=== popcount_accum ===
popcount_accum/flops_by_reg.png
Scale: 1.5 px per µm. Other sequential cells in the stronger grey, the rest of the logic in the fainter grey.
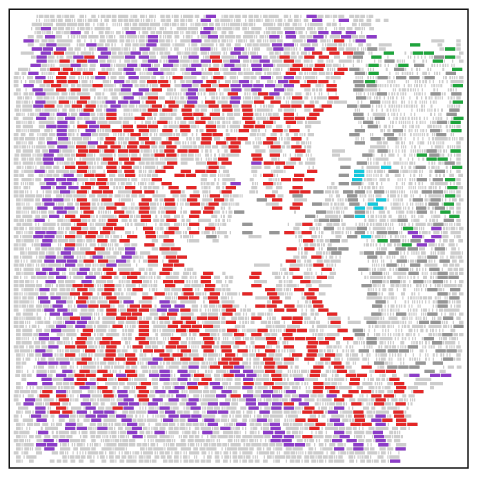

### config.mk
export PLATFORM = sky130hd
export DESIGN_NAME = popcount_accum
export DESIGN_NICKNAME = d
export VERILOG_FILES = /design/src/rtl/popcount_accum.sv
export SDC_FILE = /design/constraint.sdc
export NUM_CORES = 2
export LEC_CHECK = 0
export ABC_AREA = 1
export CAP_MARGIN = 20
export CORE_MARGIN = 2
export CORE_UTILIZATION = 60
export DETAILED_ROUTE_END_ITERATION = 10
export GPL_ROUTABILITY_DRIVEN = 0
export MAX_ROUTING_LAYER = met4
export PLACE_DENSITY = 0.82
export SLEW_MARGIN = 20
export SYNTH_ARGS = -nofsm -noshare
export SYNTH_HDL_FRONTEND = slang
export SYNTH_SLANG_ARGS = --single-unit
export TNS_END_PERCENT = 20
### constraint.sdc
create_clock -name clk -period 6.5 [get_ports clk]
set_clock_uncertainty 0.05 [all_clocks]
set_input_delay 0.975 -clock clk [delete_from_list [all_inputs] [get_ports clk]]
set_output_delay 0.975 -clock clk [all_outputs]
set_load 0.02 [all_outputs]
### src/rtl/popcount_accum.sv
// rtl/popcount_accum.sv - pipelined word popcount with per-burst count / nonzero-word / max accumulation
module popcount_accum #(
  parameter  int DATA_W = 512,
  parameter  int ACC_W  = 32,
  localparam int CNT_W  = $clog2(DATA_W + 1),
  localparam int LAT    = 1 + $clog2(DATA_W / 4)
) (
  input  logic              clk,
  input  logic              rst,
  input  logic              in_valid,
  output logic              in_ready,
  input  logic [DATA_W-1:0] in_data,
  input  logic              in_last,
  output logic              result_valid,
  input  logic              result_ready,
  output logic [ACC_W-1:0]  result_count,
  output logic [ACC_W-1:0]  result_nz,
  output logic [CNT_W-1:0]  result_max,
  output logic              result_sat
);

  localparam int G   = DATA_W / 4;
  localparam int NLV = LAT - 1;
  localparam int SW  = ((ACC_W > CNT_W) ? ACC_W : CNT_W) + 1;
  localparam logic [ACC_W-1:0] ACC_MAX = '1;

  // Number of terms alive at tree level k (level 0 = nibble groups).
  function automatic int n_at(input int k);
    return (G + (1 << k) - 1) >> k;
  endfunction

  // All reduction levels share one flat register array; level k starts here.
  function automatic int off_at(input int k);
    int s;
    s = 0;
    for (int j = 1; j < k; j++) s += n_at(j);
    return s;
  endfunction

  localparam int T = off_at(NLV + 1);

  function automatic logic [2:0] pop4(input logic [3:0] n);
    return 3'(n[0]) + 3'(n[1]) + 3'(n[2]) + 3'(n[3]);
  endfunction

  logic [2:0]       grp_d  [G];
  logic [2:0]       grp_q  [G];
  logic [CNT_W-1:0] tree_d [T];
  logic [CNT_W-1:0] tree_q [T];
  logic [CNT_W-1:0] lo, hi;
  logic [NLV:0]     vld_d, vld_q, lst_d, lst_q;
  logic [CNT_W-1:0] cnt_d, cnt_q;
  logic             cnt_vld_d, cnt_vld_q, cnt_lst_d, cnt_lst_q;
  logic [ACC_W-1:0] acc_cnt_d, acc_cnt_q, acc_nz_d, acc_nz_q;
  logic [CNT_W-1:0] acc_max_d, acc_max_q;
  logic             acc_sat_d, acc_sat_q;
  logic [ACC_W-1:0] res_count_d, res_count_q, res_nz_d, res_nz_q;
  logic [CNT_W-1:0] res_max_d, res_max_q;
  logic             res_sat_d, res_sat_q, res_valid_d, res_valid_q;
  logic             busy_d, busy_q;
  logic [SW-1:0]    sum_cnt, sum_nz;
  logic             sat_cnt, sat_nz, nxt_sat;
  logic [ACC_W-1:0] nxt_cnt, nxt_nz;
  logic [CNT_W-1:0] nxt_max;
  logic             accept;

  assign in_ready     = !rst && !busy_q;
  assign accept       = in_valid && in_ready;
  assign result_valid = res_valid_q;
  assign result_count = res_count_q;
  assign result_nz    = res_nz_q;
  assign result_max   = res_max_q;
  assign result_sat   = res_sat_q;

  always_comb begin
    for (int g = 0; g < G; g++) grp_d[g] = pop4(in_data[4*g +: 4]);
  end

  // Pairwise adder tree; an odd trailing term is added to zero and so passes through.
  always_comb begin
    lo = '0;
    hi = '0;
    for (int t = 0; t < T; t++) tree_d[t] = '0;
    for (int k = 1; k <= NLV; k++) begin
      for (int i = 0; i < (G + 1) / 2; i++) begin
        if (i < n_at(k)) begin
          if (k == 1) begin
            lo = CNT_W'(grp_q[2*i]);
            hi = (2*i + 1 < G) ? CNT_W'(grp_q[2*i + 1]) : '0;
          end else begin
            lo = tree_q[off_at(k - 1) + 2*i];
            hi = (2*i + 1 < n_at(k - 1)) ? tree_q[off_at(k - 1) + 2*i + 1] : '0;
          end
          tree_d[off_at(k) + i] = lo + hi;
        end
      end
    end
  end

  always_comb begin
    vld_d     = {vld_q[NLV-1:0], accept};
    lst_d     = {lst_q[NLV-1:0], accept & in_last};
    cnt_d     = tree_q[T-1];
    cnt_vld_d = vld_q[NLV];
    cnt_lst_d = lst_q[NLV];
  end

  always_comb begin
    sum_cnt = SW'(acc_cnt_q) + SW'(cnt_q);
    sum_nz  = SW'(acc_nz_q) + SW'(cnt_q != '0);
    sat_cnt = sum_cnt > SW'(ACC_MAX);
    sat_nz  = sum_nz > SW'(ACC_MAX);
    nxt_cnt = sat_cnt ? ACC_MAX : sum_cnt[ACC_W-1:0];
    nxt_nz  = sat_nz ? ACC_MAX : sum_nz[ACC_W-1:0];
    nxt_max = (cnt_q > acc_max_q) ? cnt_q : acc_max_q;
    nxt_sat = acc_sat_q | sat_cnt | sat_nz;

    acc_cnt_d   = acc_cnt_q;
    acc_nz_d    = acc_nz_q;
    acc_max_d   = acc_max_q;
    acc_sat_d   = acc_sat_q;
    res_count_d = res_count_q;
    res_nz_d    = res_nz_q;
    res_max_d   = res_max_q;
    res_sat_d   = res_sat_q;
    res_valid_d = res_valid_q & ~result_ready;
    busy_d      = busy_q;

    if (res_valid_q && result_ready) busy_d = 1'b0;
    if (accept && in_last) busy_d = 1'b1;

    if (cnt_vld_q) begin
      if (cnt_lst_q) begin
        res_count_d = nxt_cnt;
        res_nz_d    = nxt_nz;
        res_max_d   = nxt_max;
        res_sat_d   = nxt_sat;
        res_valid_d = 1'b1;
        acc_cnt_d   = '0;
        acc_nz_d    = '0;
        acc_max_d   = '0;
        acc_sat_d   = 1'b0;
      end else begin
        acc_cnt_d = nxt_cnt;
        acc_nz_d  = nxt_nz;
        acc_max_d = nxt_max;
        acc_sat_d = nxt_sat;
      end
    end
  end

  always_ff @(posedge clk) begin
    grp_q  <= grp_d;
    tree_q <= tree_d;
    cnt_q  <= cnt_d;
    if (rst) begin
      vld_q       <= '0;
      lst_q       <= '0;
      cnt_vld_q   <= 1'b0;
      cnt_lst_q   <= 1'b0;
      acc_cnt_q   <= '0;
      acc_nz_q    <= '0;
      acc_max_q   <= '0;
      acc_sat_q   <= 1'b0;
      res_count_q <= '0;
      res_nz_q    <= '0;
      res_max_q   <= '0;
      res_sat_q   <= 1'b0;
      res_valid_q <= 1'b0;
      busy_q      <= 1'b0;
    end else begin
      vld_q       <= vld_d;
      lst_q       <= lst_d;
      cnt_vld_q   <= cnt_vld_d;
      cnt_lst_q   <= cnt_lst_d;
      acc_cnt_q   <= acc_cnt_d;
      acc_nz_q    <= acc_nz_d;
      acc_max_q   <= acc_max_d;
      acc_sat_q   <= acc_sat_d;
      res_count_q <= res_count_d;
      res_nz_q    <= res_nz_d;
      res_max_q   <= res_max_d;
      res_sat_q   <= res_sat_d;
      res_valid_q <= res_valid_d;
      busy_q      <= busy_d;
    end
  end

endmodule

=== pc_redirect_ctrl_flat ===
**config.mk**
```make
export PLATFORM = sky130hd
export DESIGN_NAME = pc_redirect_ctrl_flat
export DESIGN_NICKNAME = d
export VERILOG_FILES = /design/src/rtl/pc_redirect_ctrl_if.sv /design/src/rtl/pc_redirect_ctrl.sv /design/src/flat_wrapper.sv
export SDC_FILE = /design/constraint.sdc
export NUM_CORES = 1
export LEC_CHECK = 0
export ABC_AREA = 1
export CAP_MARGIN = 15
export CORE_MARGIN = 2
export CORE_UTILIZATION = 52
export CTS_CLUSTER_DIAMETER = 150
export DETAILED_ROUTE_END_ITERATION = 6
export PLACE_DENSITY_LB_ADDON = 0.25
export SETUP_SLACK_MARGIN = 0.2
export SYNTH_ARGS = -nofsm -noshare
export SYNTH_HDL_FRONTEND = slang
export SYNTH_SLANG_ARGS = --single-unit
```
**constraint.sdc**
```tcl
create_clock -name clk -period 4.3 [get_ports clk]
set_clock_uncertainty 0.15 [all_clocks]
set_input_delay 1.29 -clock clk [delete_from_list [all_inputs] [get_ports clk]]
set_output_delay 1.29 -clock clk [all_outputs]
set_load 0.01 [all_outputs]
```
**src/rtl/pc_redirect_ctrl_if.sv**
```systemverilog
// pc_redirect_ctrl_if: instruction-fetch request handshake between the PC sequencer and instruction memory
interface pc_redirect_ctrl_if;
  logic        if_req;
  logic [31:0] if_addr;
  logic        if_ready;
  modport master (output if_req, if_addr, input if_ready);
  modport slave (input if_req, if_addr, output if_ready);
endinterface

```
**src/rtl/pc_redirect_ctrl.sv**
```systemverilog
// pc_redirect_ctrl: fetch PC sequencer selecting sequential, branch, exception and ERET next addresses
module pc_redirect_ctrl #(
  parameter logic [31:0] RESET_VECTOR = 32'hbfc00000,
  parameter logic [31:0] EXC_VECTOR   = 32'hbfc00380
) (
  input  logic                       clk,
  input  logic                       reset,
  input  logic                       stall,
  pc_redirect_ctrl_if.master         fetch,
  input  logic                       br_valid,
  input  logic [31:0]                br_target,
  input  logic                       exc_valid,
  input  logic                       eret_valid,
  input  logic [31:0]                epc,
  output logic [31:0]                pc_out,
  output logic                       flush,
  output logic                       dslot_pending
);
  typedef enum logic [1:0] {IDLE, FETCH, DSLOT} state_t;
  state_t      state_q, state_d;
  logic [31:0] pc_q, pc_d, pend_q, pend_d;
  logic        advance;
  assign fetch.if_req   = state_q != IDLE;
  assign fetch.if_addr  = pc_q;
  assign pc_out         = pc_q;
  assign dslot_pending  = state_q == DSLOT;
  assign advance        = fetch.if_req & fetch.if_ready & ~stall;
  assign flush          = (exc_valid | eret_valid) & ~reset & (state_q != IDLE);
  always_ff @(posedge clk) begin
    if (reset) begin
      state_q <= IDLE;
      pc_q    <= RESET_VECTOR;
      pend_q  <= '0;
    end else begin
      state_q <= state_d;
      pc_q    <= pc_d;
      pend_q  <= pend_d;
    end
  end
  // Redirects override any outstanding unaccepted request; a branch that misses
  // its delay-slot fetch parks its target until that slot is accepted.
  always_comb begin
    state_d = state_q;
    pc_d    = pc_q;
    pend_d  = pend_q;
    if (exc_valid) begin
      pc_d    = EXC_VECTOR;
      state_d = FETCH;
    end else if (eret_valid) begin
      pc_d    = epc;
      state_d = FETCH;
    end else if (state_q == IDLE) begin
      state_d = FETCH;
    end else if (state_q == DSLOT) begin
      pc_d    = advance ? pend_q : pc_q;
      state_d = advance ? FETCH : DSLOT;
    end else if (br_valid) begin
      pc_d    = advance ? br_target : pc_q;
      pend_d  = advance ? pend_q : br_target;
      state_d = advance ? FETCH : DSLOT;
    end else begin
      pc_d    = advance ? pc_q + 32'd4 : pc_q;
    end
  end
endmodule

```
**src/flat_wrapper.sv**
```systemverilog
// flat-port wrapper written by rule: the top's interface ports become plain ports
module pc_redirect_ctrl_flat 
#(
  parameter logic [31:0] RESET_VECTOR = 32'hbfc00000,
  parameter logic [31:0] EXC_VECTOR   = 32'hbfc00380
)
  (clk, reset, stall, br_valid, br_target, exc_valid, eret_valid, epc, pc_out, flush, dslot_pending, fetch_if_req, fetch_if_addr, fetch_if_ready);
  pc_redirect_ctrl_if fetch_i ();
  input  logic clk;
  input  logic reset;
  input  logic stall;
  input  logic br_valid;
  input  logic [31:0] br_target;
  input  logic exc_valid;
  input  logic eret_valid;
  input  logic [31:0] epc;
  output logic [31:0] pc_out;
  output logic flush;
  output logic dslot_pending;
  output wire logic [$bits(fetch_i.if_req)-1:0] fetch_if_req;
  output wire logic [$bits(fetch_i.if_addr)-1:0] fetch_if_addr;
  input wire logic [$bits(fetch_i.if_ready)-1:0] fetch_if_ready;
  assign fetch_if_req = fetch_i.if_req;
  assign fetch_if_addr = fetch_i.if_addr;
  assign fetch_i.if_ready = fetch_if_ready;
  pc_redirect_ctrl #(.RESET_VECTOR(RESET_VECTOR), .EXC_VECTOR(EXC_VECTOR)) u_core (.clk(clk), .reset(reset), .stall(stall), .fetch(fetch_i), .br_valid(br_valid), .br_target(br_target), .exc_valid(exc_valid), .eret_valid(eret_valid), .epc(epc), .pc_out(pc_out), .flush(flush), .dslot_pending(dslot_pending));
endmodule
```
=== dac_spi_writer_flat ===
`src/rtl/dac_spi_writer_if.sv`:
```
// Bus bundle for dac_spi_writer: filter-stage word stream in, SPI DAC pins and status out.
// The ovr_cnt_out signal exists only when DAC_OVR_CNT_EN is defined.
interface dac_spi_writer_if #(
    parameter int W_CHAN = 5,
    parameter int W_DIN  = 64
);
    logic              dv_in;
    logic [W_CHAN-1:0] chan_in;
    logic [W_DIN-1:0]  data_in;
    logic              dac_sclk_out;
    logic              dac_cs_n_out;
    logic              dac_din_out;
    logic              busy_out;
    logic              done_out;
    logic [W_CHAN-1:0] done_chan_out;
`ifdef DAC_OVR_CNT_EN
    logic [15:0]       ovr_cnt_out;

    modport master (
        output dv_in, chan_in, data_in,
        input  dac_sclk_out, dac_cs_n_out, dac_din_out, busy_out, done_out, done_chan_out,
        input  ovr_cnt_out
    );
    modport slave (
        input  dv_in, chan_in, data_in,
        output dac_sclk_out, dac_cs_n_out, dac_din_out, busy_out, done_out, done_chan_out,
        output ovr_cnt_out
    );
`else
    modport master (
        output dv_in, chan_in, data_in,
        input  dac_sclk_out, dac_cs_n_out, dac_din_out, busy_out, done_out, done_chan_out
    );
    modport slave (
        input  dv_in, chan_in, data_in,
        output dac_sclk_out, dac_cs_n_out, dac_din_out, busy_out, done_out, done_chan_out
    );
`endif
endinterface

```
`src/rtl/dac_spi_writer.sv`:
```
// Per-channel coalescing SPI DAC writer: saturates signed words to DAC codes and sends one
// {cmd, chan, code} frame per pending channel, lowest index first. Optional: DAC_OVR_CNT_EN.
module dac_spi_writer #(
    parameter int         W_CHAN   = 5,
    parameter int         N_DAC    = 8,
    parameter int         W_DIN    = 64,
    parameter int         W_DAC    = 16,
    parameter int         HALF_PER = 2,
    parameter int         CS_GAP   = 2,
    parameter logic [3:0] CMD_WR   = 4'b0011
) (
    input logic              clk_in,
    input logic              rst_in,
    dac_spi_writer_if.slave  bus
);
    localparam int W_FRAME = 8 + W_DAC;
    localparam int W_IDX   = (N_DAC > 1) ? $clog2(N_DAC) : 1;
    localparam int W_PH    = $clog2(2 * HALF_PER + 1);
    localparam int W_BIT   = $clog2(W_FRAME + 1);
    localparam int W_GAP   = $clog2(CS_GAP + 1);

    typedef enum logic [1:0] {
        IDLE  = 2'd0,
        LOAD  = 2'd1,
        SHIFT = 2'd2,
        GAP   = 2'd3
    } state_t;

    // Negative clamps to zero; anything above the code range clamps to full scale.
    function automatic logic [W_DAC-1:0] sat_code(input logic [W_DIN-1:0] d);
        logic [W_DAC-1:0] c;
        if (d[W_DIN-1]) begin
            c = {W_DAC{1'b0}};
        end else if (|d[W_DIN-2:W_DAC]) begin
            c = {W_DAC{1'b1}};
        end else begin
            c = d[W_DAC-1:0];
        end
        return c;
    endfunction

    state_t             state_q, state_d;
    logic [N_DAC-1:0]   pend_q, pend_d;
    logic [W_DAC-1:0]   code_mem_q [N_DAC];
    logic [W_IDX-1:0]   sel_q, sel_d;
    logic [W_FRAME-1:0] shreg_q, shreg_d;
    logic [W_PH-1:0]    ph_q, ph_d;
    logic [W_BIT-1:0]   bit_q, bit_d;
    logic [W_GAP-1:0]   gap_q, gap_d;
    logic               sclk_q, sclk_d;
    logic               cs_n_q, cs_n_d;
    logic               busy_q, busy_d;
    logic               done_q, done_d;
    logic [W_CHAN-1:0]  done_chan_q, done_chan_d;

    logic               wr_en;
    logic [W_IDX-1:0]   wr_idx;
    logic               load_clr;
    logic               pick_any;
    logic [W_IDX-1:0]   pick_idx;

    assign wr_en  = bus.dv_in && ({1'b0, bus.chan_in} < (W_CHAN + 1)'(N_DAC));
    assign wr_idx = bus.chan_in[W_IDX-1:0];

    // Lowest-index pending channel wins arbitration.
    always_comb begin
        pick_any = |pend_q;
        pick_idx = {W_IDX{1'b0}};
        for (int i = N_DAC - 1; i >= 0; i--) begin
            if (pend_q[i]) begin
                pick_idx = W_IDX'(i);
            end else begin
                pick_idx = pick_idx;
            end
        end
    end

    always_comb begin
        state_d     = state_q;
        sel_d       = sel_q;
        shreg_d     = shreg_q;
        ph_d        = ph_q;
        bit_d       = bit_q;
        gap_d       = gap_q;
        sclk_d      = sclk_q;
        cs_n_d      = cs_n_q;
        done_d      = 1'b0;
        done_chan_d = done_chan_q;
        load_clr    = 1'b0;
        case (state_q)
            IDLE: begin
                if (pick_any) begin
                    sel_d   = pick_idx;
                    state_d = LOAD;
                end else begin
                    state_d = IDLE;
                end
            end
            LOAD: begin
                shreg_d  = {CMD_WR, 4'(sel_q), code_mem_q[sel_q]};
                load_clr = 1'b1;
                cs_n_d   = 1'b0;
                sclk_d   = 1'b0;
                ph_d     = {W_PH{1'b0}};
                bit_d    = {W_BIT{1'b0}};
                state_d  = SHIFT;
            end
            SHIFT: begin
                // Data only moves on the falling sclk edge, so it is stable around every rise.
                if (ph_q == W_PH'(2 * HALF_PER - 1)) begin
                    sclk_d = 1'b0;
                    ph_d   = {W_PH{1'b0}};
                    if (bit_q == W_BIT'(W_FRAME - 1)) begin
                        shreg_d     = {W_FRAME{1'b0}};
                        cs_n_d      = 1'b1;
                        done_d      = 1'b1;
                        done_chan_d = W_CHAN'(sel_q);
                        gap_d       = {W_GAP{1'b0}};
                        state_d     = GAP;
                    end else begin
                        shreg_d = {shreg_q[W_FRAME-2:0], 1'b0};
                        bit_d   = bit_q + W_BIT'(1);
                    end
                end else begin
                    ph_d = ph_q + W_PH'(1);
                    if (ph_q == W_PH'(HALF_PER - 1)) begin
                        sclk_d = 1'b1;
                    end else begin
                        sclk_d = sclk_q;
                    end
                end
            end
            GAP: begin
                if (gap_q == W_GAP'(CS_GAP - 1)) begin
                    state_d = IDLE;
                end else begin
                    gap_d = gap_q + W_GAP'(1);
                end
            end
            default: begin
                state_d = IDLE;
            end
        endcase
        busy_d = (state_d != IDLE);
    end

    // A write landing on the LOAD edge of the same channel re-arms it.
    always_comb begin
        pend_d = pend_q;
        if (load_clr) begin
            pend_d[sel_q] = 1'b0;
        end else begin
            pend_d = pend_q;
        end
        if (wr_en) begin
            pend_d[wr_idx] = 1'b1;
        end else begin
            pend_d = pend_d;
        end
    end

    always_ff @(posedge clk_in or posedge rst_in) begin
        if (rst_in) begin
            state_q     <= IDLE;
            pend_q      <= {N_DAC{1'b0}};
            sel_q       <= {W_IDX{1'b0}};
            shreg_q     <= {W_FRAME{1'b0}};
            ph_q        <= {W_PH{1'b0}};
            bit_q       <= {W_BIT{1'b0}};
            gap_q       <= {W_GAP{1'b0}};
            sclk_q      <= 1'b0;
            cs_n_q      <= 1'b1;
            busy_q      <= 1'b0;
            done_q      <= 1'b0;
            done_chan_q <= {W_CHAN{1'b0}};
            for (int i = 0; i < N_DAC; i++) begin
                code_mem_q[i] <= {W_DAC{1'b0}};
            end
        end else begin
            state_q     <= state_d;
            pend_q      <= pend_d;
            sel_q       <= sel_d;
            shreg_q     <= shreg_d;
            ph_q        <= ph_d;
            bit_q       <= bit_d;
            gap_q       <= gap_d;
            sclk_q      <= sclk_d;
            cs_n_q      <= cs_n_d;
            busy_q      <= busy_d;
            done_q      <= done_d;
            done_chan_q <= done_chan_d;
            if (wr_en) begin
                code_mem_q[wr_idx] <= sat_code(bus.data_in);
            end
        end
    end

`ifdef DAC_OVR_CNT_EN
    logic [15:0] ovr_q, ovr_d;

    // Counts overwrites of a still-pending value; the LOAD-edge collision is not an overwrite.
    always_comb begin
        if (wr_en && pend_q[wr_idx] && !(load_clr && (sel_q == wr_idx)) && (ovr_q != 16'hFFFF)) begin
            ovr_d = ovr_q + 16'd1;
        end else begin
            ovr_d = ovr_q;
        end
    end

    always_ff @(posedge clk_in or posedge rst_in) begin
        if (rst_in) begin
            ovr_q <= 16'd0;
        end else begin
            ovr_q <= ovr_d;
        end
    end

    assign bus.ovr_cnt_out = ovr_q;
`endif

    assign bus.dac_sclk_out  = sclk_q;
    assign bus.dac_cs_n_out  = cs_n_q;
    assign bus.dac_din_out   = shreg_q[W_FRAME-1];
    assign bus.busy_out      = busy_q;
    assign bus.done_out      = done_q;
    assign bus.done_chan_out = done_chan_q;
endmodule
```
`src/flat_wrapper.sv`:
```
// flat-port wrapper written by rule: the top's interface ports become plain ports
module dac_spi_writer_flat 
#(
    parameter int         W_CHAN   = 5,
    parameter int         N_DAC    = 8,
    parameter int         W_DIN    = 64,
    parameter int         W_DAC    = 16,
    parameter int         HALF_PER = 2,
    parameter int         CS_GAP   = 2,
    parameter logic [3:0] CMD_WR   = 4'b0011
)
  (clk_in, rst_in, bus_dv_in, bus_chan_in, bus_data_in, bus_dac_sclk_out, bus_dac_cs_n_out, bus_dac_din_out, bus_busy_out, bus_done_out, bus_done_chan_out);
  dac_spi_writer_if #(.W_CHAN(W_CHAN), .W_DIN(W_DIN)) bus_i ();
  input logic clk_in;
  input logic rst_in;
  input wire logic [$bits(bus_i.dv_in)-1:0] bus_dv_in;
  input wire logic [$bits(bus_i.chan_in)-1:0] bus_chan_in;
  input wire logic [$bits(bus_i.data_in)-1:0] bus_data_in;
  output wire logic [$bits(bus_i.dac_sclk_out)-1:0] bus_dac_sclk_out;
  output wire logic [$bits(bus_i.dac_cs_n_out)-1:0] bus_dac_cs_n_out;
  output wire logic [$bits(bus_i.dac_din_out)-1:0] bus_dac_din_out;
  output wire logic [$bits(bus_i.busy_out)-1:0] bus_busy_out;
  output wire logic [$bits(bus_i.done_out)-1:0] bus_done_out;
  output wire logic [$bits(bus_i.done_chan_out)-1:0] bus_done_chan_out;
  assign bus_i.dv_in = bus_dv_in;
  assign bus_i.chan_in = bus_chan_in;
  assign bus_i.data_in = bus_data_in;
  assign bus_dac_sclk_out = bus_i.dac_sclk_out;
  assign bus_dac_cs_n_out = bus_i.dac_cs_n_out;
  assign bus_dac_din_out = bus_i.dac_din_out;
  assign bus_busy_out = bus_i.busy_out;
  assign bus_done_out = bus_i.done_out;
  assign bus_done_chan_out = bus_i.done_chan_out;
  dac_spi_writer #(.W_CHAN(W_CHAN), .N_DAC(N_DAC), .W_DIN(W_DIN), .W_DAC(W_DAC), .HALF_PER(HALF_PER), .CS_GAP(CS_GAP), .CMD_WR(CMD_WR)) u_core (.clk_in(clk_in), .rst_in(rst_in), .bus(bus_i));
endmodule
```
`config.mk`:
```
export PLATFORM = sky130hd
export DESIGN_NAME = dac_spi_writer_flat
export DESIGN_NICKNAME = d
export VERILOG_FILES = /design/src/rtl/dac_spi_writer_if.sv /design/src/rtl/dac_spi_writer.sv /design/src/flat_wrapper.sv
export SDC_FILE = /design/constraint.sdc
export NUM_CORES = 1
export LEC_CHECK = 0
export CORE_MARGIN = 4
export CORE_UTILIZATION = 35
export CTS_BUF_LIST = sky130_fd_sc_hd__clkbuf_8
export DETAILED_ROUTE_END_ITERATION = 6
export PLACE_DENSITY = 0.53
export SETUP_SLACK_MARGIN = 0.15
export SYNTH_ARGS = -nofsm -noshare
export SYNTH_HDL_FRONTEND = slang
export SYNTH_SLANG_ARGS = --single-unit
```
`constraint.sdc`:
```
create_clock -name clk_in -period 9.4 [get_ports clk_in]
set_input_delay 2.35 -clock clk_in [delete_from_list [all_inputs] [get_ports clk_in]]
set_output_delay 2.35 -clock clk_in [all_outputs]
set_load 0.03 [all_outputs]
```
=== mux_rr_feeder_flat ===
**config.mk**
```make
export PLATFORM = sky130hd
export DESIGN_NAME = mux_rr_feeder_flat
export DESIGN_NICKNAME = d
export VERILOG_FILES = /design/src/rtl/mux_rr_feeder_if.sv /design/src/rtl/mux_rr_feeder.sv /design/src/flat_wrapper.sv
export SDC_FILE = /design/constraint.sdc
export NUM_CORES = 1
export LEC_CHECK = 0
export ABC_AREA = 0
export CORE_MARGIN = 2
export CORE_UTILIZATION = 25
export DETAILED_ROUTE_END_ITERATION = 10
export PLACE_DENSITY = 0.46
export SKIP_CTS_REPAIR_TIMING = 1
export SYNTH_ARGS = -nofsm -noshare
export SYNTH_HDL_FRONTEND = slang
export SYNTH_SLANG_ARGS = --single-unit
```
**constraint.sdc**
```tcl
create_clock -name clk -period 4.21 [get_ports clk]
set_input_delay 0.6315 -clock clk [delete_from_list [all_inputs] [get_ports clk]]
set_output_delay 0.6315 -clock clk [all_outputs]
set_load 0.1 [all_outputs]
```
**src/rtl/mux_rr_feeder_if.sv**
```systemverilog
// Handshake and mux-side signal bundle for mux_rr_feeder.
// master = the feeder itself, slave = request sources, the mux and the downstream consumer.
interface mux_rr_feeder_if #(
  parameter int WIDTH = 8
);
  logic [7:0]       req;
  logic [WIDTH-1:0] mux_out;
  logic [2:0]       sel;
  logic [7:0]       ack;
  logic             out_valid;
  logic [WIDTH-1:0] out_data;
  logic             out_ready;
  logic             busy;

  modport master (
    input  req, mux_out, out_ready,
    output sel, ack, out_valid, out_data, busy
  );

  modport slave (
    output req, mux_out, out_ready,
    input  sel, ack, out_valid, out_data, busy
  );
endinterface

```
**src/rtl/mux_rr_feeder.sv**
```systemverilog
// Round-robin feeder driving the select of an 8:1 byte mux and forwarding the captured byte.
// Optional macro MUX_RR_BACK2BACK_EN: on a handshake with pending requests, re-grant straight from HOLD.
module mux_rr_feeder #(
  parameter int WIDTH     = 8,
  parameter int PTR_RESET = 0
) (
  input  logic           clk,
  input  logic           rst,
  mux_rr_feeder_if.master bus
);

  typedef enum logic [1:0] {
    IDLE    = 2'd0,
    CAPTURE = 2'd1,
    HOLD    = 2'd2
  } state_t;

  localparam logic [2:0] PTR_INIT = 3'(PTR_RESET);

  state_t           state_q, state_d;
  logic [2:0]       ptr_q, ptr_d;
  logic [2:0]       sel_q, sel_d;
  logic [7:0]       ack_q, ack_d;
  logic             out_valid_q, out_valid_d;
  logic [WIDTH-1:0] out_data_q, out_data_d;

  logic [2:0]       grant_base;
  logic [2:0]       grant_idx;
  logic             grant_found;

  // Priority scan starts at the pointer; in back-to-back mode HOLD scans from the channel after sel.
  always_comb begin
`ifdef MUX_RR_BACK2BACK_EN
    grant_base = (state_q == HOLD) ? 3'(sel_q + 3'd1) : ptr_q;
`else
    grant_base = ptr_q;
`endif
    grant_idx   = grant_base;
    grant_found = 1'b0;
    for (int k = 0; k < 8; k++) begin
      if (!grant_found && bus.req[3'(grant_base + 3'(k))]) begin
        grant_found = 1'b1;
        grant_idx   = 3'(grant_base + 3'(k));
      end
    end
  end

  always_comb begin
    state_d     = state_q;
    ptr_d       = ptr_q;
    sel_d       = sel_q;
    ack_d       = '0;
    out_valid_d = out_valid_q;
    out_data_d  = out_data_q;

    unique case (state_q)
      IDLE: begin
        if (grant_found) begin
          sel_d   = grant_idx;
          state_d = CAPTURE;
        end
      end
      CAPTURE: begin
        out_data_d  = bus.mux_out;
        out_valid_d = 1'b1;
        ack_d       = 8'd1 << sel_q;
        state_d     = HOLD;
      end
      HOLD: begin
        if (out_valid_q && bus.out_ready) begin
          out_valid_d = 1'b0;
          ptr_d       = 3'(sel_q + 3'd1);
          state_d     = IDLE;
`ifdef MUX_RR_BACK2BACK_EN
          if (grant_found) begin
            sel_d   = grant_idx;
            state_d = CAPTURE;
          end
`endif
        end
      end
      default: begin
        state_d = IDLE;
      end
    endcase
  end

  always_ff @(posedge clk or posedge rst) begin
    if (rst) begin
      state_q     <= IDLE;
      ptr_q       <= PTR_INIT;
      sel_q       <= 3'd0;
      ack_q       <= 8'd0;
      out_valid_q <= 1'b0;
      out_data_q  <= '0;
    end else begin
      state_q     <= state_d;
      ptr_q       <= ptr_d;
      sel_q       <= sel_d;
      ack_q       <= ack_d;
      out_valid_q <= out_valid_d;
      out_data_q  <= out_data_d;
    end
  end

  assign bus.sel       = sel_q;
  assign bus.ack       = ack_q;
  assign bus.out_valid = out_valid_q;
  assign bus.out_data  = out_data_q;
  assign bus.busy      = (state_q != IDLE);

endmodule
```
**src/flat_wrapper.sv**
```systemverilog
// flat-port wrapper written by rule: the top's interface ports become plain ports
module mux_rr_feeder_flat 
#(
  parameter int WIDTH     = 8,
  parameter int PTR_RESET = 0
)
  (clk, rst, bus_req, bus_mux_out, bus_out_ready, bus_sel, bus_ack, bus_out_valid, bus_out_data, bus_busy);
  mux_rr_feeder_if #(.WIDTH(WIDTH)) bus_i ();
  input  logic clk;
  input  logic rst;
  input wire logic [$bits(bus_i.req)-1:0] bus_req;
  input wire logic [$bits(bus_i.mux_out)-1:0] bus_mux_out;
  input wire logic [$bits(bus_i.out_ready)-1:0] bus_out_ready;
  output wire logic [$bits(bus_i.sel)-1:0] bus_sel;
  output wire logic [$bits(bus_i.ack)-1:0] bus_ack;
  output wire logic [$bits(bus_i.out_valid)-1:0] bus_out_valid;
  output wire logic [$bits(bus_i.out_data)-1:0] bus_out_data;
  output wire logic [$bits(bus_i.busy)-1:0] bus_busy;
  assign bus_i.req = bus_req;
  assign bus_i.mux_out = bus_mux_out;
  assign bus_i.out_ready = bus_out_ready;
  assign bus_sel = bus_i.sel;
  assign bus_ack = bus_i.ack;
  assign bus_out_valid = bus_i.out_valid;
  assign bus_out_data = bus_i.out_data;
  assign bus_busy = bus_i.busy;
  mux_rr_feeder #(.WIDTH(WIDTH), .PTR_RESET(PTR_RESET)) u_core (.clk(clk), .rst(rst), .bus(bus_i));
endmodule
```
popcount_accum/clocks.png
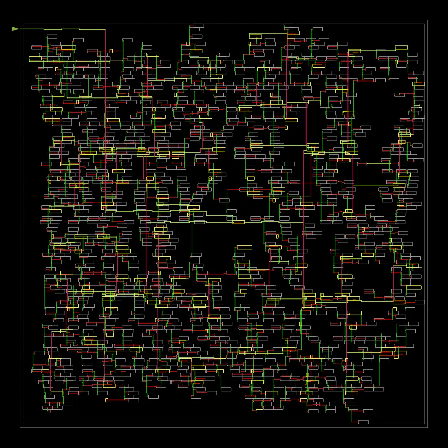
total CTS buffers: 116
Skew-Pair Late Insertion Delay: 680 ps

## Picture notes: popcount_accum/flops_by_reg.png
- green: result_count (placed flops 32)
- cyan: cnt_q (placed flops 10; where middle right)
- purple: grp_q (placed flops 384)
- red: tree_q (placed flops 600)
- not coloured: 166
post-layout util: 72.9%
flop share of the area: 36.4%

==> impl_metrics.py, popcount_accum <==
# Physical implementation metrics
metrics = {
    "outcome": {
        "status": "finished clean",
    },
    "global_routing": {
        "grt_pass1_vias": 39200,
        "grtUsageTotal_pct": 24.0,
    },
    "final_layout": {
        "fin_nets": 7820,
        "fin_cells": 7540,
        "ff_latch_area_mm2": 0.0239,
        "synthToLayoutAreaGrowth_pct": 20.6,
        "logic_area_mm2": 0.0248,
        "comb_share_pct": 37.9,
        "drive_gt1_share_pct": 3.69,
        "regMostFlops": "tree_q",
    },
    "yosys": {
        "ys_ff": 1192,
        "syn_avg_cell_area_um2": 9.67,
        "ys.flop_type": "dfxtp_1",
        "ys_sh_mux_pct": 0,
        "netlist_area_mm2": 0.0543,
        "compound_area_share_pct": 5.17,
        "top_cells_by_count": "inv_1, dfxtp_1, ha_1",
        "syn_inst": 5612,
        "synth_top_cell_by_area": "dfxtp_1",
        "area_leaders": "dfxtp_1, ha_1, inv_1",
        "async_reset_ff_share_pct": 0,
    },
    "floorplanning": {
        "die_x_um": 305,
        "initCoreUtil_pct": 60.4,
        "fp.coreArea_mm2": 0.0899,
        "die-area_mm2": 0.0929,
        "taps": 1176,
        "design.portCount": 594,
    },
    "critical_path": {
        "slowest_delay_ps": 630,
        "path_buffers": 2,
        "crit_arrival_ps": 2390,
    },
    "routing": {
        "post_drt_wl_per_cell_um": 14.1,
        "viasPerCell": 4.86,
        "drtIter0Drc": 1705,
    },
    "final_timing": {
        "min_period_ps": 3410,
        "fmax_mhz": 293,
    },
    "clock_tree": {
        "cts-root-buf": "clkbuf_16",
        "ctsHoldBuffers": 0,
    },
}
==> popcount_accum: metal layers <==
layer	vias up	share of wire [%]	wire (µm)	GRT usage [%]
li1	18500	-	-	-
met3	247	3.5	3760	3.02
met2	748	54	57600	45.7
met1	17200	39	41700	25.4
met4	0	3.2	3380	8.30
met5	-	0	0	-
==> popcount_accum: logic make-up (layout without fill, tap and decap cells) <==
family	after synthesis	after routing
other	0	2
adder cells (fa/ha/maj)	1035	1035
AND/OR/NAND/NOR	1110	1110
buffers and inverters	1481	2231
flip-flops	1192	1192
XOR/XNOR	280	280
AND-OR/OR-AND	514	514
==> popcount_accum: final timing paths <==
kind	startpoint	end	cells past startpoint
worst max-delay path	rst	in_ready	3
worst min-delay path	cnt_d[2]$_DFF_P_	cnt_q[2]$_DFF_P_	0
worst max register to register	cnt_q[1]$_DFF_P_	acc_nz_q[6]$_SDFFE_PP0P_	12
worst min register to register	cnt_d[2]$_DFF_P_	cnt_q[2]$_DFF_P_	0
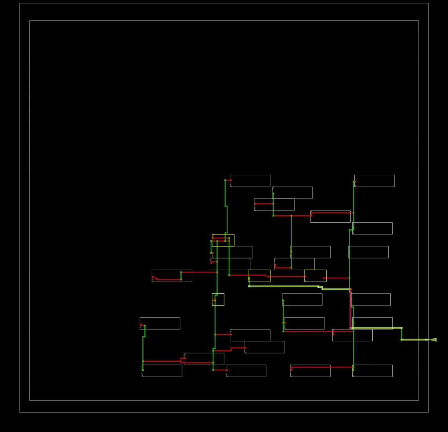
mux_rr_feeder_flat/clocks.png
clk_skew: 1.37 ps
number of clock buffers in the layout: 3
clock sink total: 25
registers: 25

==> impl_metrics.py, mux_rr_feeder_flat <==
# Physical implementation metrics
metrics = {
    "outcome": {
        "status": "finished clean",
    },
    "clock_tree": {
        "worstSkewPairLatency_ps": 270,
    },
    "critical_path": {
        "critPathLaunch": "u_core.grant_base[0]$_DFFE_PP0P_",
        "r2r_cells": 9,
        "slowest_delay_ps": 710,
        "crit_fanout": 16,
        "crit_path_end_kind": "flip-flop",
        "crit_family": "multiplexers",
        "critPathRequiredTime_ps": 4370,
        "cp-start-kind": "flip-flop",
    },
    "yosys": {
        "compound_area_share_pct": 14.2,
        "ys_ff": 25,
        "ys_area_mm2": 0.00202,
        "yosysWarnings": 0,
        "syn_inst": 176,
        "synth_top_cell_by_area": "dfrtp_1",
        "synth-xor-area-share_pct": 1.30,
    },
    "routing": {
        "vias": 1534,
        "drc": 0,
        "drtIter0Drc": 34,
    },
    "final_layout": {
        "antenna_cells": 0,
        "clock_tree_area_fraction_pct": 1.94,
        "final_design_area_no_fill_mm2": 0.00251,
    },
    "place": {
        "post-dp-hpwl_mm": 3.46,
        "dpl_worst_slack_ps": 990,
    },
    "floorplanning": {
        "taps": 102,
        "die_x_um": 93.8,
    },
    "global_routing": {
        "grt_first_pass_wirelength_mm": 7.46,
    },
    "final_timing": {
        "drv_slew": 0,
        "period_used_pct": 77.5,
        "max_slew_margin_pct": 34.0,
    },
    "hold_path": {
        "hp-start": "u_core.bus.out_data[5]$_DFFE_PP0P_",
    },
}
[mux_rr_feeder_flat: metal layers]
metal / wire length (µm) / track usage [%] / vias up
li1: - / - / 742
met1: 2130 / 14.1 / 752
met2: 2160 / 17.1 / 36
met3: 235 / 2.49 / 4
met4: 23 / 2.17 / 0
met5: 0 / 0 / -
[mux_rr_feeder_flat: layout by cell type, fill, tap and decap left out, drive strengths merged, types with 6 or more instances in the layout]
| cell | Yosys | layout |
|---|---|---|
| a21oi | 6 | 6 |
| and3 | 6 | 6 |
| o21ai | 7 | 7 |
| mux2 | 19 | 19 |
| clkdlybuf4s50 | 0 | 39 |
| inv | 10 | 10 |
| dfrtp | 25 | 25 |
| mux4 | 12 | 12 |
| nand2 | 7 | 7 |
| ha | 8 | 8 |
| mux2i | 7 | 7 |
[mux_rr_feeder_flat: flip-flops by register name, indices dropped and copies added, names as in the netlist]
signal and cells:
u_core.bus.ack 8, u_core.bus.out_data 8, u_core.bus.out_valid 1, u_core.bus.sel 3
u_core.grant_base 3, u_core.state_q 2
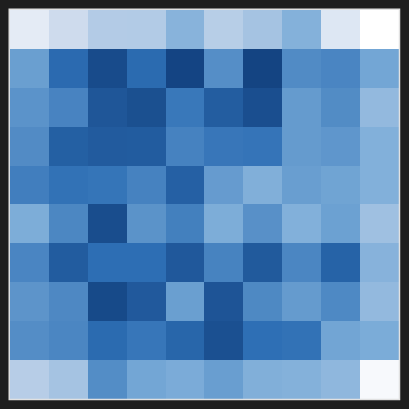
pc_redirect_ctrl_flat/cell_density.png
Scale: 4 px per µm. The die is cut into 10 by 10 equal tiles; white is low, dark blue is high, 0 to 100% covered.
- nearly empty tiles: 1.0%
- mean over tiles: 61%
- fullest tile: 92%
- tiles over 75% full: 24%
Initial Util: 54.4%
core footprint: 0.00830 mm²
post-layout util: 70.6%

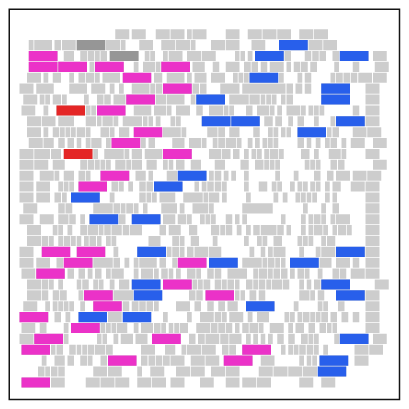
pc_redirect_ctrl_flat/flops_by_reg.png
Scale: 4 px per µm. Other sequential cells in the stronger grey, the rest of the logic in the fainter grey.
- magenta: u_core.pend_q (placed flops 32)
- red: u_core.state_q (placed flops 2)
- blue: u_core.fetch.if_addr (placed flops 30)
flop share of the area: 22.5%
Flop area: 0.00132 mm²

==> impl_metrics.py, pc_redirect_ctrl_flat <==
# Physical implementation metrics
metrics = {
    "clock_tree": {
        "cts_resized": 0,
    },
    "global_routing": {
        "grt_pass1_vias": 4630,
        "grt_max_degree": 49,
        "met1_usage_pct": 43.1,
        "grt_busiest_layer": "met2",
        "grtUsageTotal_pct": 31.1,
    },
    "routing": {
        "wl_met3_mm": 1.62,
        "first_pass_iters": 6,
        "wl_met2_mm": 6.77,
        "highest_layer": "met4",
    },
    "final_layout": {
        "synthToLayoutAreaGrowth_pct": 29.8,
        "fillerInstances": 742,
        "nonClkBufAreaFrac_pct": 24.7,
        "flop-count": 66,
        "inverters": 70,
        "area_dominant_class": "logic gates",
    },
    "critical_path": {
        "r2r-end": "u_core.fetch.if_addr[24]$_SDFFE_PP1P_",
        "path_buffers": 2,
        "critPathRequiredTime_ps": 2860,
        "crit_path_end_kind": "output pin",
    },
    "outcome": {
        "status": "finished clean",
    },
    "place": {
        "placed_cells": 879,
    },
    "yosys": {
        "ys_ff": 66,
        "synth_top_area_share_pct": 29.3,
        "syn_avg_cell_area_um2": 6.50,
    },
    "floorplanning": {
        "die_x_um": 97.2,
        "die_h_um": 97.2,
    },
    "job": {
        "drv_cap": 0,
    },
}
pc_redirect_ctrl_flat: per-stage QoR:
stage | hold slack [ps]
6_report | 301
5_1_grt | 337
4_1_cts | 304
3_5_place_dp | 295
3_3_place_gp | 285
2_1_floorplan | 275
pc_redirect_ctrl_flat: layout by cell type (no fill, tap or decap), drive strengths merged, types with 10 or more instances in the layout:
cell,n
nand2,132
clkbuf,10
nor2,118
buf,10
nand3,29
inv,70
a211oi,15
dfxtp,66
a21oi,57
clkdlybuf4s50,137
o21ai,72
o211ai,10
pc_redirect_ctrl_flat: sequential cells by signal, indices dropped and copies added (netlist names), named ones only:
| register | count |
|---|---|
| u_core.pend_q | 32 |
| u_core.fetch.if_addr | 30 |
| u_core.state_q | 2 |
pc_redirect_ctrl_flat: worst max path at each step:
stage,startpoint,endpoint,slack [ps],depth (start not counted)
after floorplan,reset,flush,820,3
after global placement,eret_valid,flush,270,4
after detailed placement,eret_valid,flush,280,4
after CTS,eret_valid,flush,260,4
after global routing,exc_valid,flush,210,4
final,eret_valid,flush,280,4
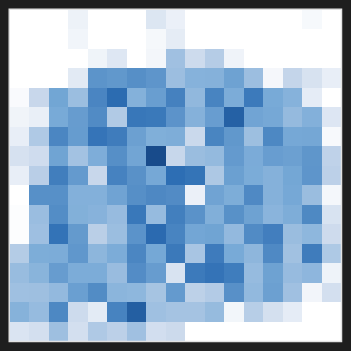
dac_spi_writer_flat/cell_density.png
Scale: 2 px per µm. The die is cut into 17 by 17 equal tiles; white is low, dark blue is high, 0 to 100% covered.
- fullest tile: 89%
- tiles over 75% full: 2.1%
- densest ninth of the die: centre
- mean over tiles: 36%
post-layout util: 41.7%
Initial Util: 35.6%
core footprint: 0.0243 mm²

==> impl_metrics.py, dac_spi_writer_flat <==
# Physical implementation metrics
metrics = {
    "floorplanning": {
        "die_x_um": 165,
        "die_h_um": 165,
    },
    "global_routing": {
        "antenna_found_initial": 0,
        "overflow": 0,
        "grt_busiest_layer": "met2",
    },
    "routing": {
        "viasPerCell": 5.63,
    },
    "clock_tree": {
        "worstSkewPairLatency_ps": 460,
        "cts_tree": "done",
        "cts-root-buf": "clkbuf_8",
        "ctsHoldBuffers": 0,
        "numCtsBuffers": 17,
    },
    "yosys": {
        "ys_seq_share_pct": 52.6,
        "yosysWarnings": 0,
        "area_leaders": "dfrtp_1, a21oi_1, mux4_2",
        "ys.flop_type": "dfrtp_1",
    },
    "critical_path": {
        "critPathCapture": "u_core.code_mem_q[9]$_DFFE_PP0P_",
        "r2r_slack_ps": 6640,
        "crit_path_end_kind": "flip-flop",
    },
    "final_timing": {
        "setup_viol": 0,
    },
    "outcome": {
        "status": "finished clean",
    },
    "final_layout": {
        "largestRegisters": "u_core.code_mem_q: 128 flops, u_core.shreg_q: 24 flops, u_core.pend_q: 8 flops",
        "fin_cells": 1167,
        "fin_nets": 913,
    },
    "hold_path": {
        "hold_path_depth": 2,
    },
    "job": {
        "openroad.warnings": 31,
    },
    "place": {
        "gp_congestion": 0.780,
    },
}
dac_spi_writer_flat: logic make-up after synthesis:
kind of cell             after synthesis  share of synthesized area, %
AND-OR/OR-AND                        335                          21.0
XOR/XNOR                               1                         0.101
adder cells (fa/ha/maj)                9                          1.30
buffers and inverters                 79                          4.17
flip-flops                           182                          52.6
multiplexers                          43                          9.72
other                                  1                        0.0433
AND/OR/NAND/NOR                      126                          11.1
dac_spi_writer_flat: cell usage after synthesis (all sizes together) (2+ instances only):
cell    instances
a21boi          2
a21oi         206
a221oi          6
a22o            6
a22oi          21
and2            3
and3            2
buf            19
clkbuf         33
dfrtp         181
ha              9
inv            27
mux2            9
mux2i           2
mux4           32
nand2          32
nand2b          8
nand3           8
nand4           3
nor2           24
nor2b           7
nor3           10
nor4           18
nor4b           3
o21ai          79
o21bai          2
o31ai           3
or4             3

=== dma_to_finn_fifo ===
dma_to_finn_fifo/layer_met4.png
Scale: 6 px per µm. Supply wires on this layer in grey.
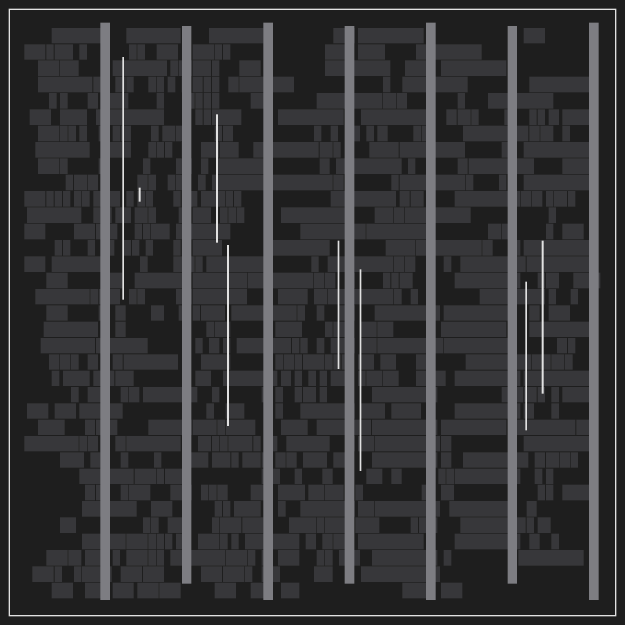
<file path="src/rtl/dma_to_finn_fifo.sv">
// Adapter from the AXI DMA MM2S stream to the FINN stitched-IP input: truncating
// first-word-fall-through FIFO plus a TLAST framing checker with sticky error flags.
module dma_to_finn_fifo #(
  parameter int DEPTH          = 8,
  parameter int IN_DATA_WIDTH  = 32,
  parameter int OUT_DATA_WIDTH = 8,
  parameter int FRAME_LEN      = 16,
  parameter int CNT_WIDTH      = 16
) (
  input  logic                       clk,
  input  logic                       rst_n,
  input  logic                       s_axis_tvalid,
  input  logic [IN_DATA_WIDTH-1:0]   s_axis_tdata,
  input  logic                       s_axis_tlast,
  output logic                       s_axis_tready,
  output logic                       m_axis_tvalid,
  output logic [OUT_DATA_WIDTH-1:0]  m_axis_tdata,
  input  logic                       m_axis_tready,
  input  logic                       err_clr,
  output logic                       err_tlast_early,
  output logic                       err_tlast_missing,
  output logic                       err_upper_nz,
  output logic [CNT_WIDTH-1:0]       frame_cnt,
  output logic [$clog2(DEPTH):0]     fill_level
);

  localparam int PTR_WIDTH  = $clog2(DEPTH);
  localparam int BEAT_WIDTH = $clog2(FRAME_LEN);
  localparam logic [BEAT_WIDTH-1:0] LAST_BEAT = BEAT_WIDTH'(FRAME_LEN - 1);

  localparam logic [0:0] IDLE     = 1'b0;
  localparam logic [0:0] IN_FRAME = 1'b1;

  logic [OUT_DATA_WIDTH-1:0] mem [DEPTH];
  logic [PTR_WIDTH:0]        wr_ptr;
  logic [PTR_WIDTH:0]        rd_ptr;
  logic                      full;
  logic                      empty;
  logic                      accept;
  logic                      pop;
  logic                      upper_nz;
  logic [0:0]                state;
  logic [BEAT_WIDTH-1:0]     beat_cnt;
  logic                      set_early;
  logic                      set_missing;
  logic                      frame_done;

  assign empty         = (wr_ptr == rd_ptr);
  assign full          = (wr_ptr[PTR_WIDTH] != rd_ptr[PTR_WIDTH]) &&
                         (wr_ptr[PTR_WIDTH-1:0] == rd_ptr[PTR_WIDTH-1:0]);
  assign s_axis_tready = ~full;
  assign m_axis_tvalid = ~empty;
  assign accept        = s_axis_tvalid & s_axis_tready;
  assign pop           = m_axis_tvalid & m_axis_tready;
  assign m_axis_tdata  = mem[rd_ptr[PTR_WIDTH-1:0]];
  assign fill_level    = wr_ptr - rd_ptr;

  generate
    if (IN_DATA_WIDTH > OUT_DATA_WIDTH) begin : g_upper
      assign upper_nz = |s_axis_tdata[IN_DATA_WIDTH-1:OUT_DATA_WIDTH];
    end else begin : g_no_upper
      assign upper_nz = 1'b0;
    end
  endgenerate

  // Storage has no reset; stale entries are never visible because valid comes from the pointers.
  always_ff @(posedge clk) begin
    if (accept) begin
      mem[wr_ptr[PTR_WIDTH-1:0]] <= s_axis_tdata[OUT_DATA_WIDTH-1:0];
    end
  end

  always_ff @(posedge clk or negedge rst_n) begin
    if (!rst_n) begin
      wr_ptr <= '0;
      rd_ptr <= '0;
    end else begin
      if (accept) wr_ptr <= wr_ptr + 1'b1;
      if (pop)    rd_ptr <= rd_ptr + 1'b1;
    end
  end

  always_comb begin
    set_early   = 1'b0;
    set_missing = 1'b0;
    frame_done  = 1'b0;
    if (accept) begin
      if (state == IDLE || beat_cnt != LAST_BEAT) begin
        set_early = s_axis_tlast;
      end else begin
        frame_done  = s_axis_tlast;
        set_missing = ~s_axis_tlast;
      end
    end
  end

  // Any TLAST or the final beat position closes the frame, so a missing TLAST resyncs on FRAME_LEN.
  always_ff @(posedge clk or negedge rst_n) begin
    if (!rst_n) begin
      state     <= IDLE;
      beat_cnt  <= '0;
      frame_cnt <= '0;
    end else if (accept) begin
      if (s_axis_tlast || beat_cnt == LAST_BEAT) begin
        state    <= IDLE;
        beat_cnt <= '0;
      end else begin
        state    <= IN_FRAME;
        beat_cnt <= beat_cnt + 1'b1;
      end
      if (frame_done) frame_cnt <= frame_cnt + 1'b1;
    end
  end

  always_ff @(posedge clk or negedge rst_n) begin
    if (!rst_n) begin
      err_tlast_early   <= 1'b0;
      err_tlast_missing <= 1'b0;
      err_upper_nz      <= 1'b0;
    end else begin
      if (err_clr) begin
        err_tlast_early   <= 1'b0;
        err_tlast_missing <= 1'b0;
        err_upper_nz      <= 1'b0;
      end
      if (set_early)          err_tlast_early   <= 1'b1;
      if (set_missing)        err_tlast_missing <= 1'b1;
      if (accept && upper_nz) err_upper_nz      <= 1'b1;
    end
  end

endmodule

</file>
<file path="config.mk">
export PLATFORM = sky130hd
export DESIGN_NAME = dma_to_finn_fifo
export DESIGN_NICKNAME = d
export VERILOG_FILES = /design/src/rtl/dma_to_finn_fifo.sv
export SDC_FILE = /design/constraint.sdc
export NUM_CORES = 1
export LEC_CHECK = 0
export ABC_AREA = 1
export CAP_MARGIN = 20
export CORE_MARGIN = 2
export CORE_UTILIZATION = 48
export DETAILED_ROUTE_END_ITERATION = 16
export PLACE_DENSITY_LB_ADDON = 0.08
export REMOVE_ABC_BUFFERS = 1
export SLEW_MARGIN = 25
export SYNTH_ARGS = -nofsm -noshare
export SYNTH_HDL_FRONTEND = slang
export SYNTH_SLANG_ARGS = --single-unit
</file>
<file path="constraint.sdc">
create_clock -name clk -period 2.4 [get_ports clk]
set_input_delay 0.24 -clock clk [delete_from_list [all_inputs] [get_ports clk]]
set_output_delay 0.24 -clock clk [all_outputs]
set_load 0.02 [all_outputs]
</file>
==> impl_metrics.py <==
# Physical implementation metrics
metrics = {
    "final_layout": {
        "fin_nets": 594,
        "mostFrequentLayoutCells": "nand2_1, nor2_1, edfxtp_1, clkdlybuf4s50_1, o21ai_0",
        "fin_cells": 664,
        "antenna_cells": 0,
    },
    "yosys": {
        "edf_count": 64,
        "area_leaders": "edfxtp_1, dfrtp_1, nand2_1",
        "synth_top_area_share_pct": 42.7,
        "ys_cells": 458,
        "top_cell": "nand2_1",
        "ys_seq_share_pct": 60.5,
        "async_reset_ff_share_pct": 33.3,
        "ys.flop_type": "edfxtp_1",
    },
    "floorplanning": {
        "rows": 35,
        "die-area_mm2": 0.0102,
        "fp.coreArea_mm2": 0.00915,
    },
    "place": {
        "gp_congestion": 0.832,
        "post-dp-hpwl_mm": 6.75,
        "placed_cell_area_mm2": 0.00543,
    },
    "critical_path": {
        "crit_family": "adder cells",
        "critPathKind": "flip-flop to output pin",
        "path_cells": "inv_1, ha_1, fa_1, xnor2_1, dlygate4sd2_1",
        "critPathLaunch": "wr_ptr[0]$_DFFE_PN0P_",
        "crit_fanout": 5,
        "critPathSlowestCell": "dfrtp_1",
        "r2r_cells": 8,
        "r2r-end": "mem[6][2]$_DFFE_PP_",
        "crit_path_end_kind": "output pin",
    },
    "clock_tree": {
        "cts_sinks": 96,
        "ctsHoldBuffers": 0,
        "numCtsBuffers": 9,
    },
    "global_routing": {
        "grt_max_degree": 33,
        "antenna_found_initial": 0,
        "overflow": 0,
    },
    "power_and_ir_drop": {
        "p_leak_nw": 2.33,
        "total_power_mw": 5.73,
    },
    "final_timing": {
        "min_period_ps": 2260,
        "setup_viol": 0,
        "worst_pin_slew_ps": 424,
        "whs_ps": 272,
        "fin_setup_tns_ps": 0,
    },
    "outcome": {
        "status": "finished clean",
    },
    "routing": {
        "viasPerCell": 5.09,
    },
}
Notes on dma_to_finn_fifo/layer_met4.png above:
- wire length on this layer: 197 µm
- longest straight run: 40.1 µm
- main direction: vertical
- nets with wire on the layer: 6
- share of all routed wire: 2.0%
vias post-DR: 3379
total routed wirelength: 9.85 mm

sequential cells by signal, indices dropped and copies added (netlist names):
name,count
wr_ptr,4
state,1
err_upper_nz,1
err_tlast_early,1
frame_cnt,16
beat_cnt,4
err_tlast_missing,1
rd_ptr,4
mem,64
area by class of cell:
cell class	count	area, µm²
Tap cell	111	139
Multi-Input combinational cell	321	1590
Timing Repair Buffer	92	898
Sequential cell	96	2720
Inverter	28	106
Fill cell	784	3510
Clock inverter	7	60.1
Clock buffer	9	124
cells by family (layout without fill, tap and decap cells):
kind of cell / after synthesis / after routing / synth area share, %
compound gates: 69 / 69 / 8.34
buf+inv: 41 / 136 / 4.11
simple gates: 231 / 231 / 22.1
flops: 96 / 96 / 60.5
xor+xnor: 13 / 13 / 2.53
fa+ha+maj: 8 / 8 / 2.39
power by group:
group / leakage [nW] / total (mW) / internal [mW] / switching, mW
clock: 0.0965 / 1.00 / 0.398 / 0.607
sequential: 0.989 / 2.16 / 2.03 / 0.127
combinational: 1.24 / 2.57 / 1.01 / 1.56
metal layers:
layer  global-route usage (%)  part of all wire, %
met5                        0                    0
met3                     4.02                  3.7
met2                     35.5                   49
met1                     26.9                   45
met4                     8.96                  2.0


## Gallery

Cell area per tile.
image #1
Scale: 4 px per µm. The die is cut into 9 by 9 equal tiles; white is low, dark blue is high, 0 to 100% covered.
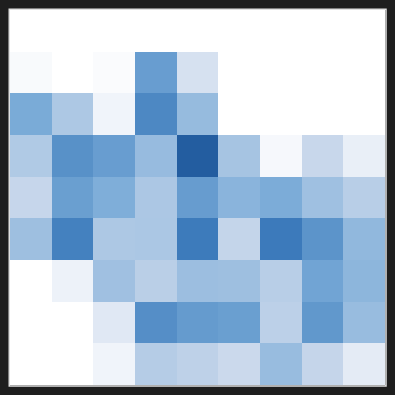
image #2
Scale: 1 px per µm. The die is cut into 30 by 30 equal tiles; white is low, dark blue is high, 0 to 100% covered.
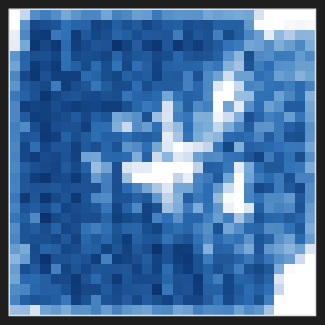
image #3
Scale: 4 px per µm. The die is cut into 10 by 10 equal tiles; white is low, dark blue is high, 0 to 100% covered.
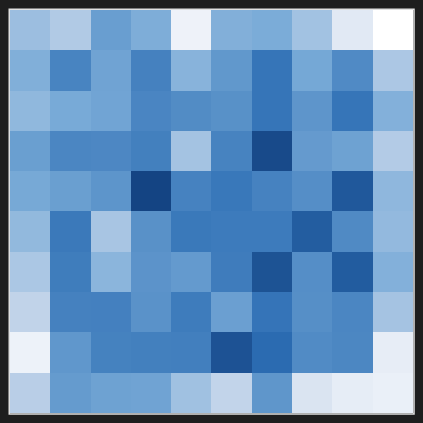
The one with the lowest utilization is image #1.
popcount_accum: image #2
mux_rr_feeder_flat: image #1
dma_to_finn_fifo: image #3

Key to image #2:
- tiles over 75% full: 54%
- nearly empty tiles: 4.4%
- mean over tiles: 69%

Power is estimated from default activity; no workload was simulated.
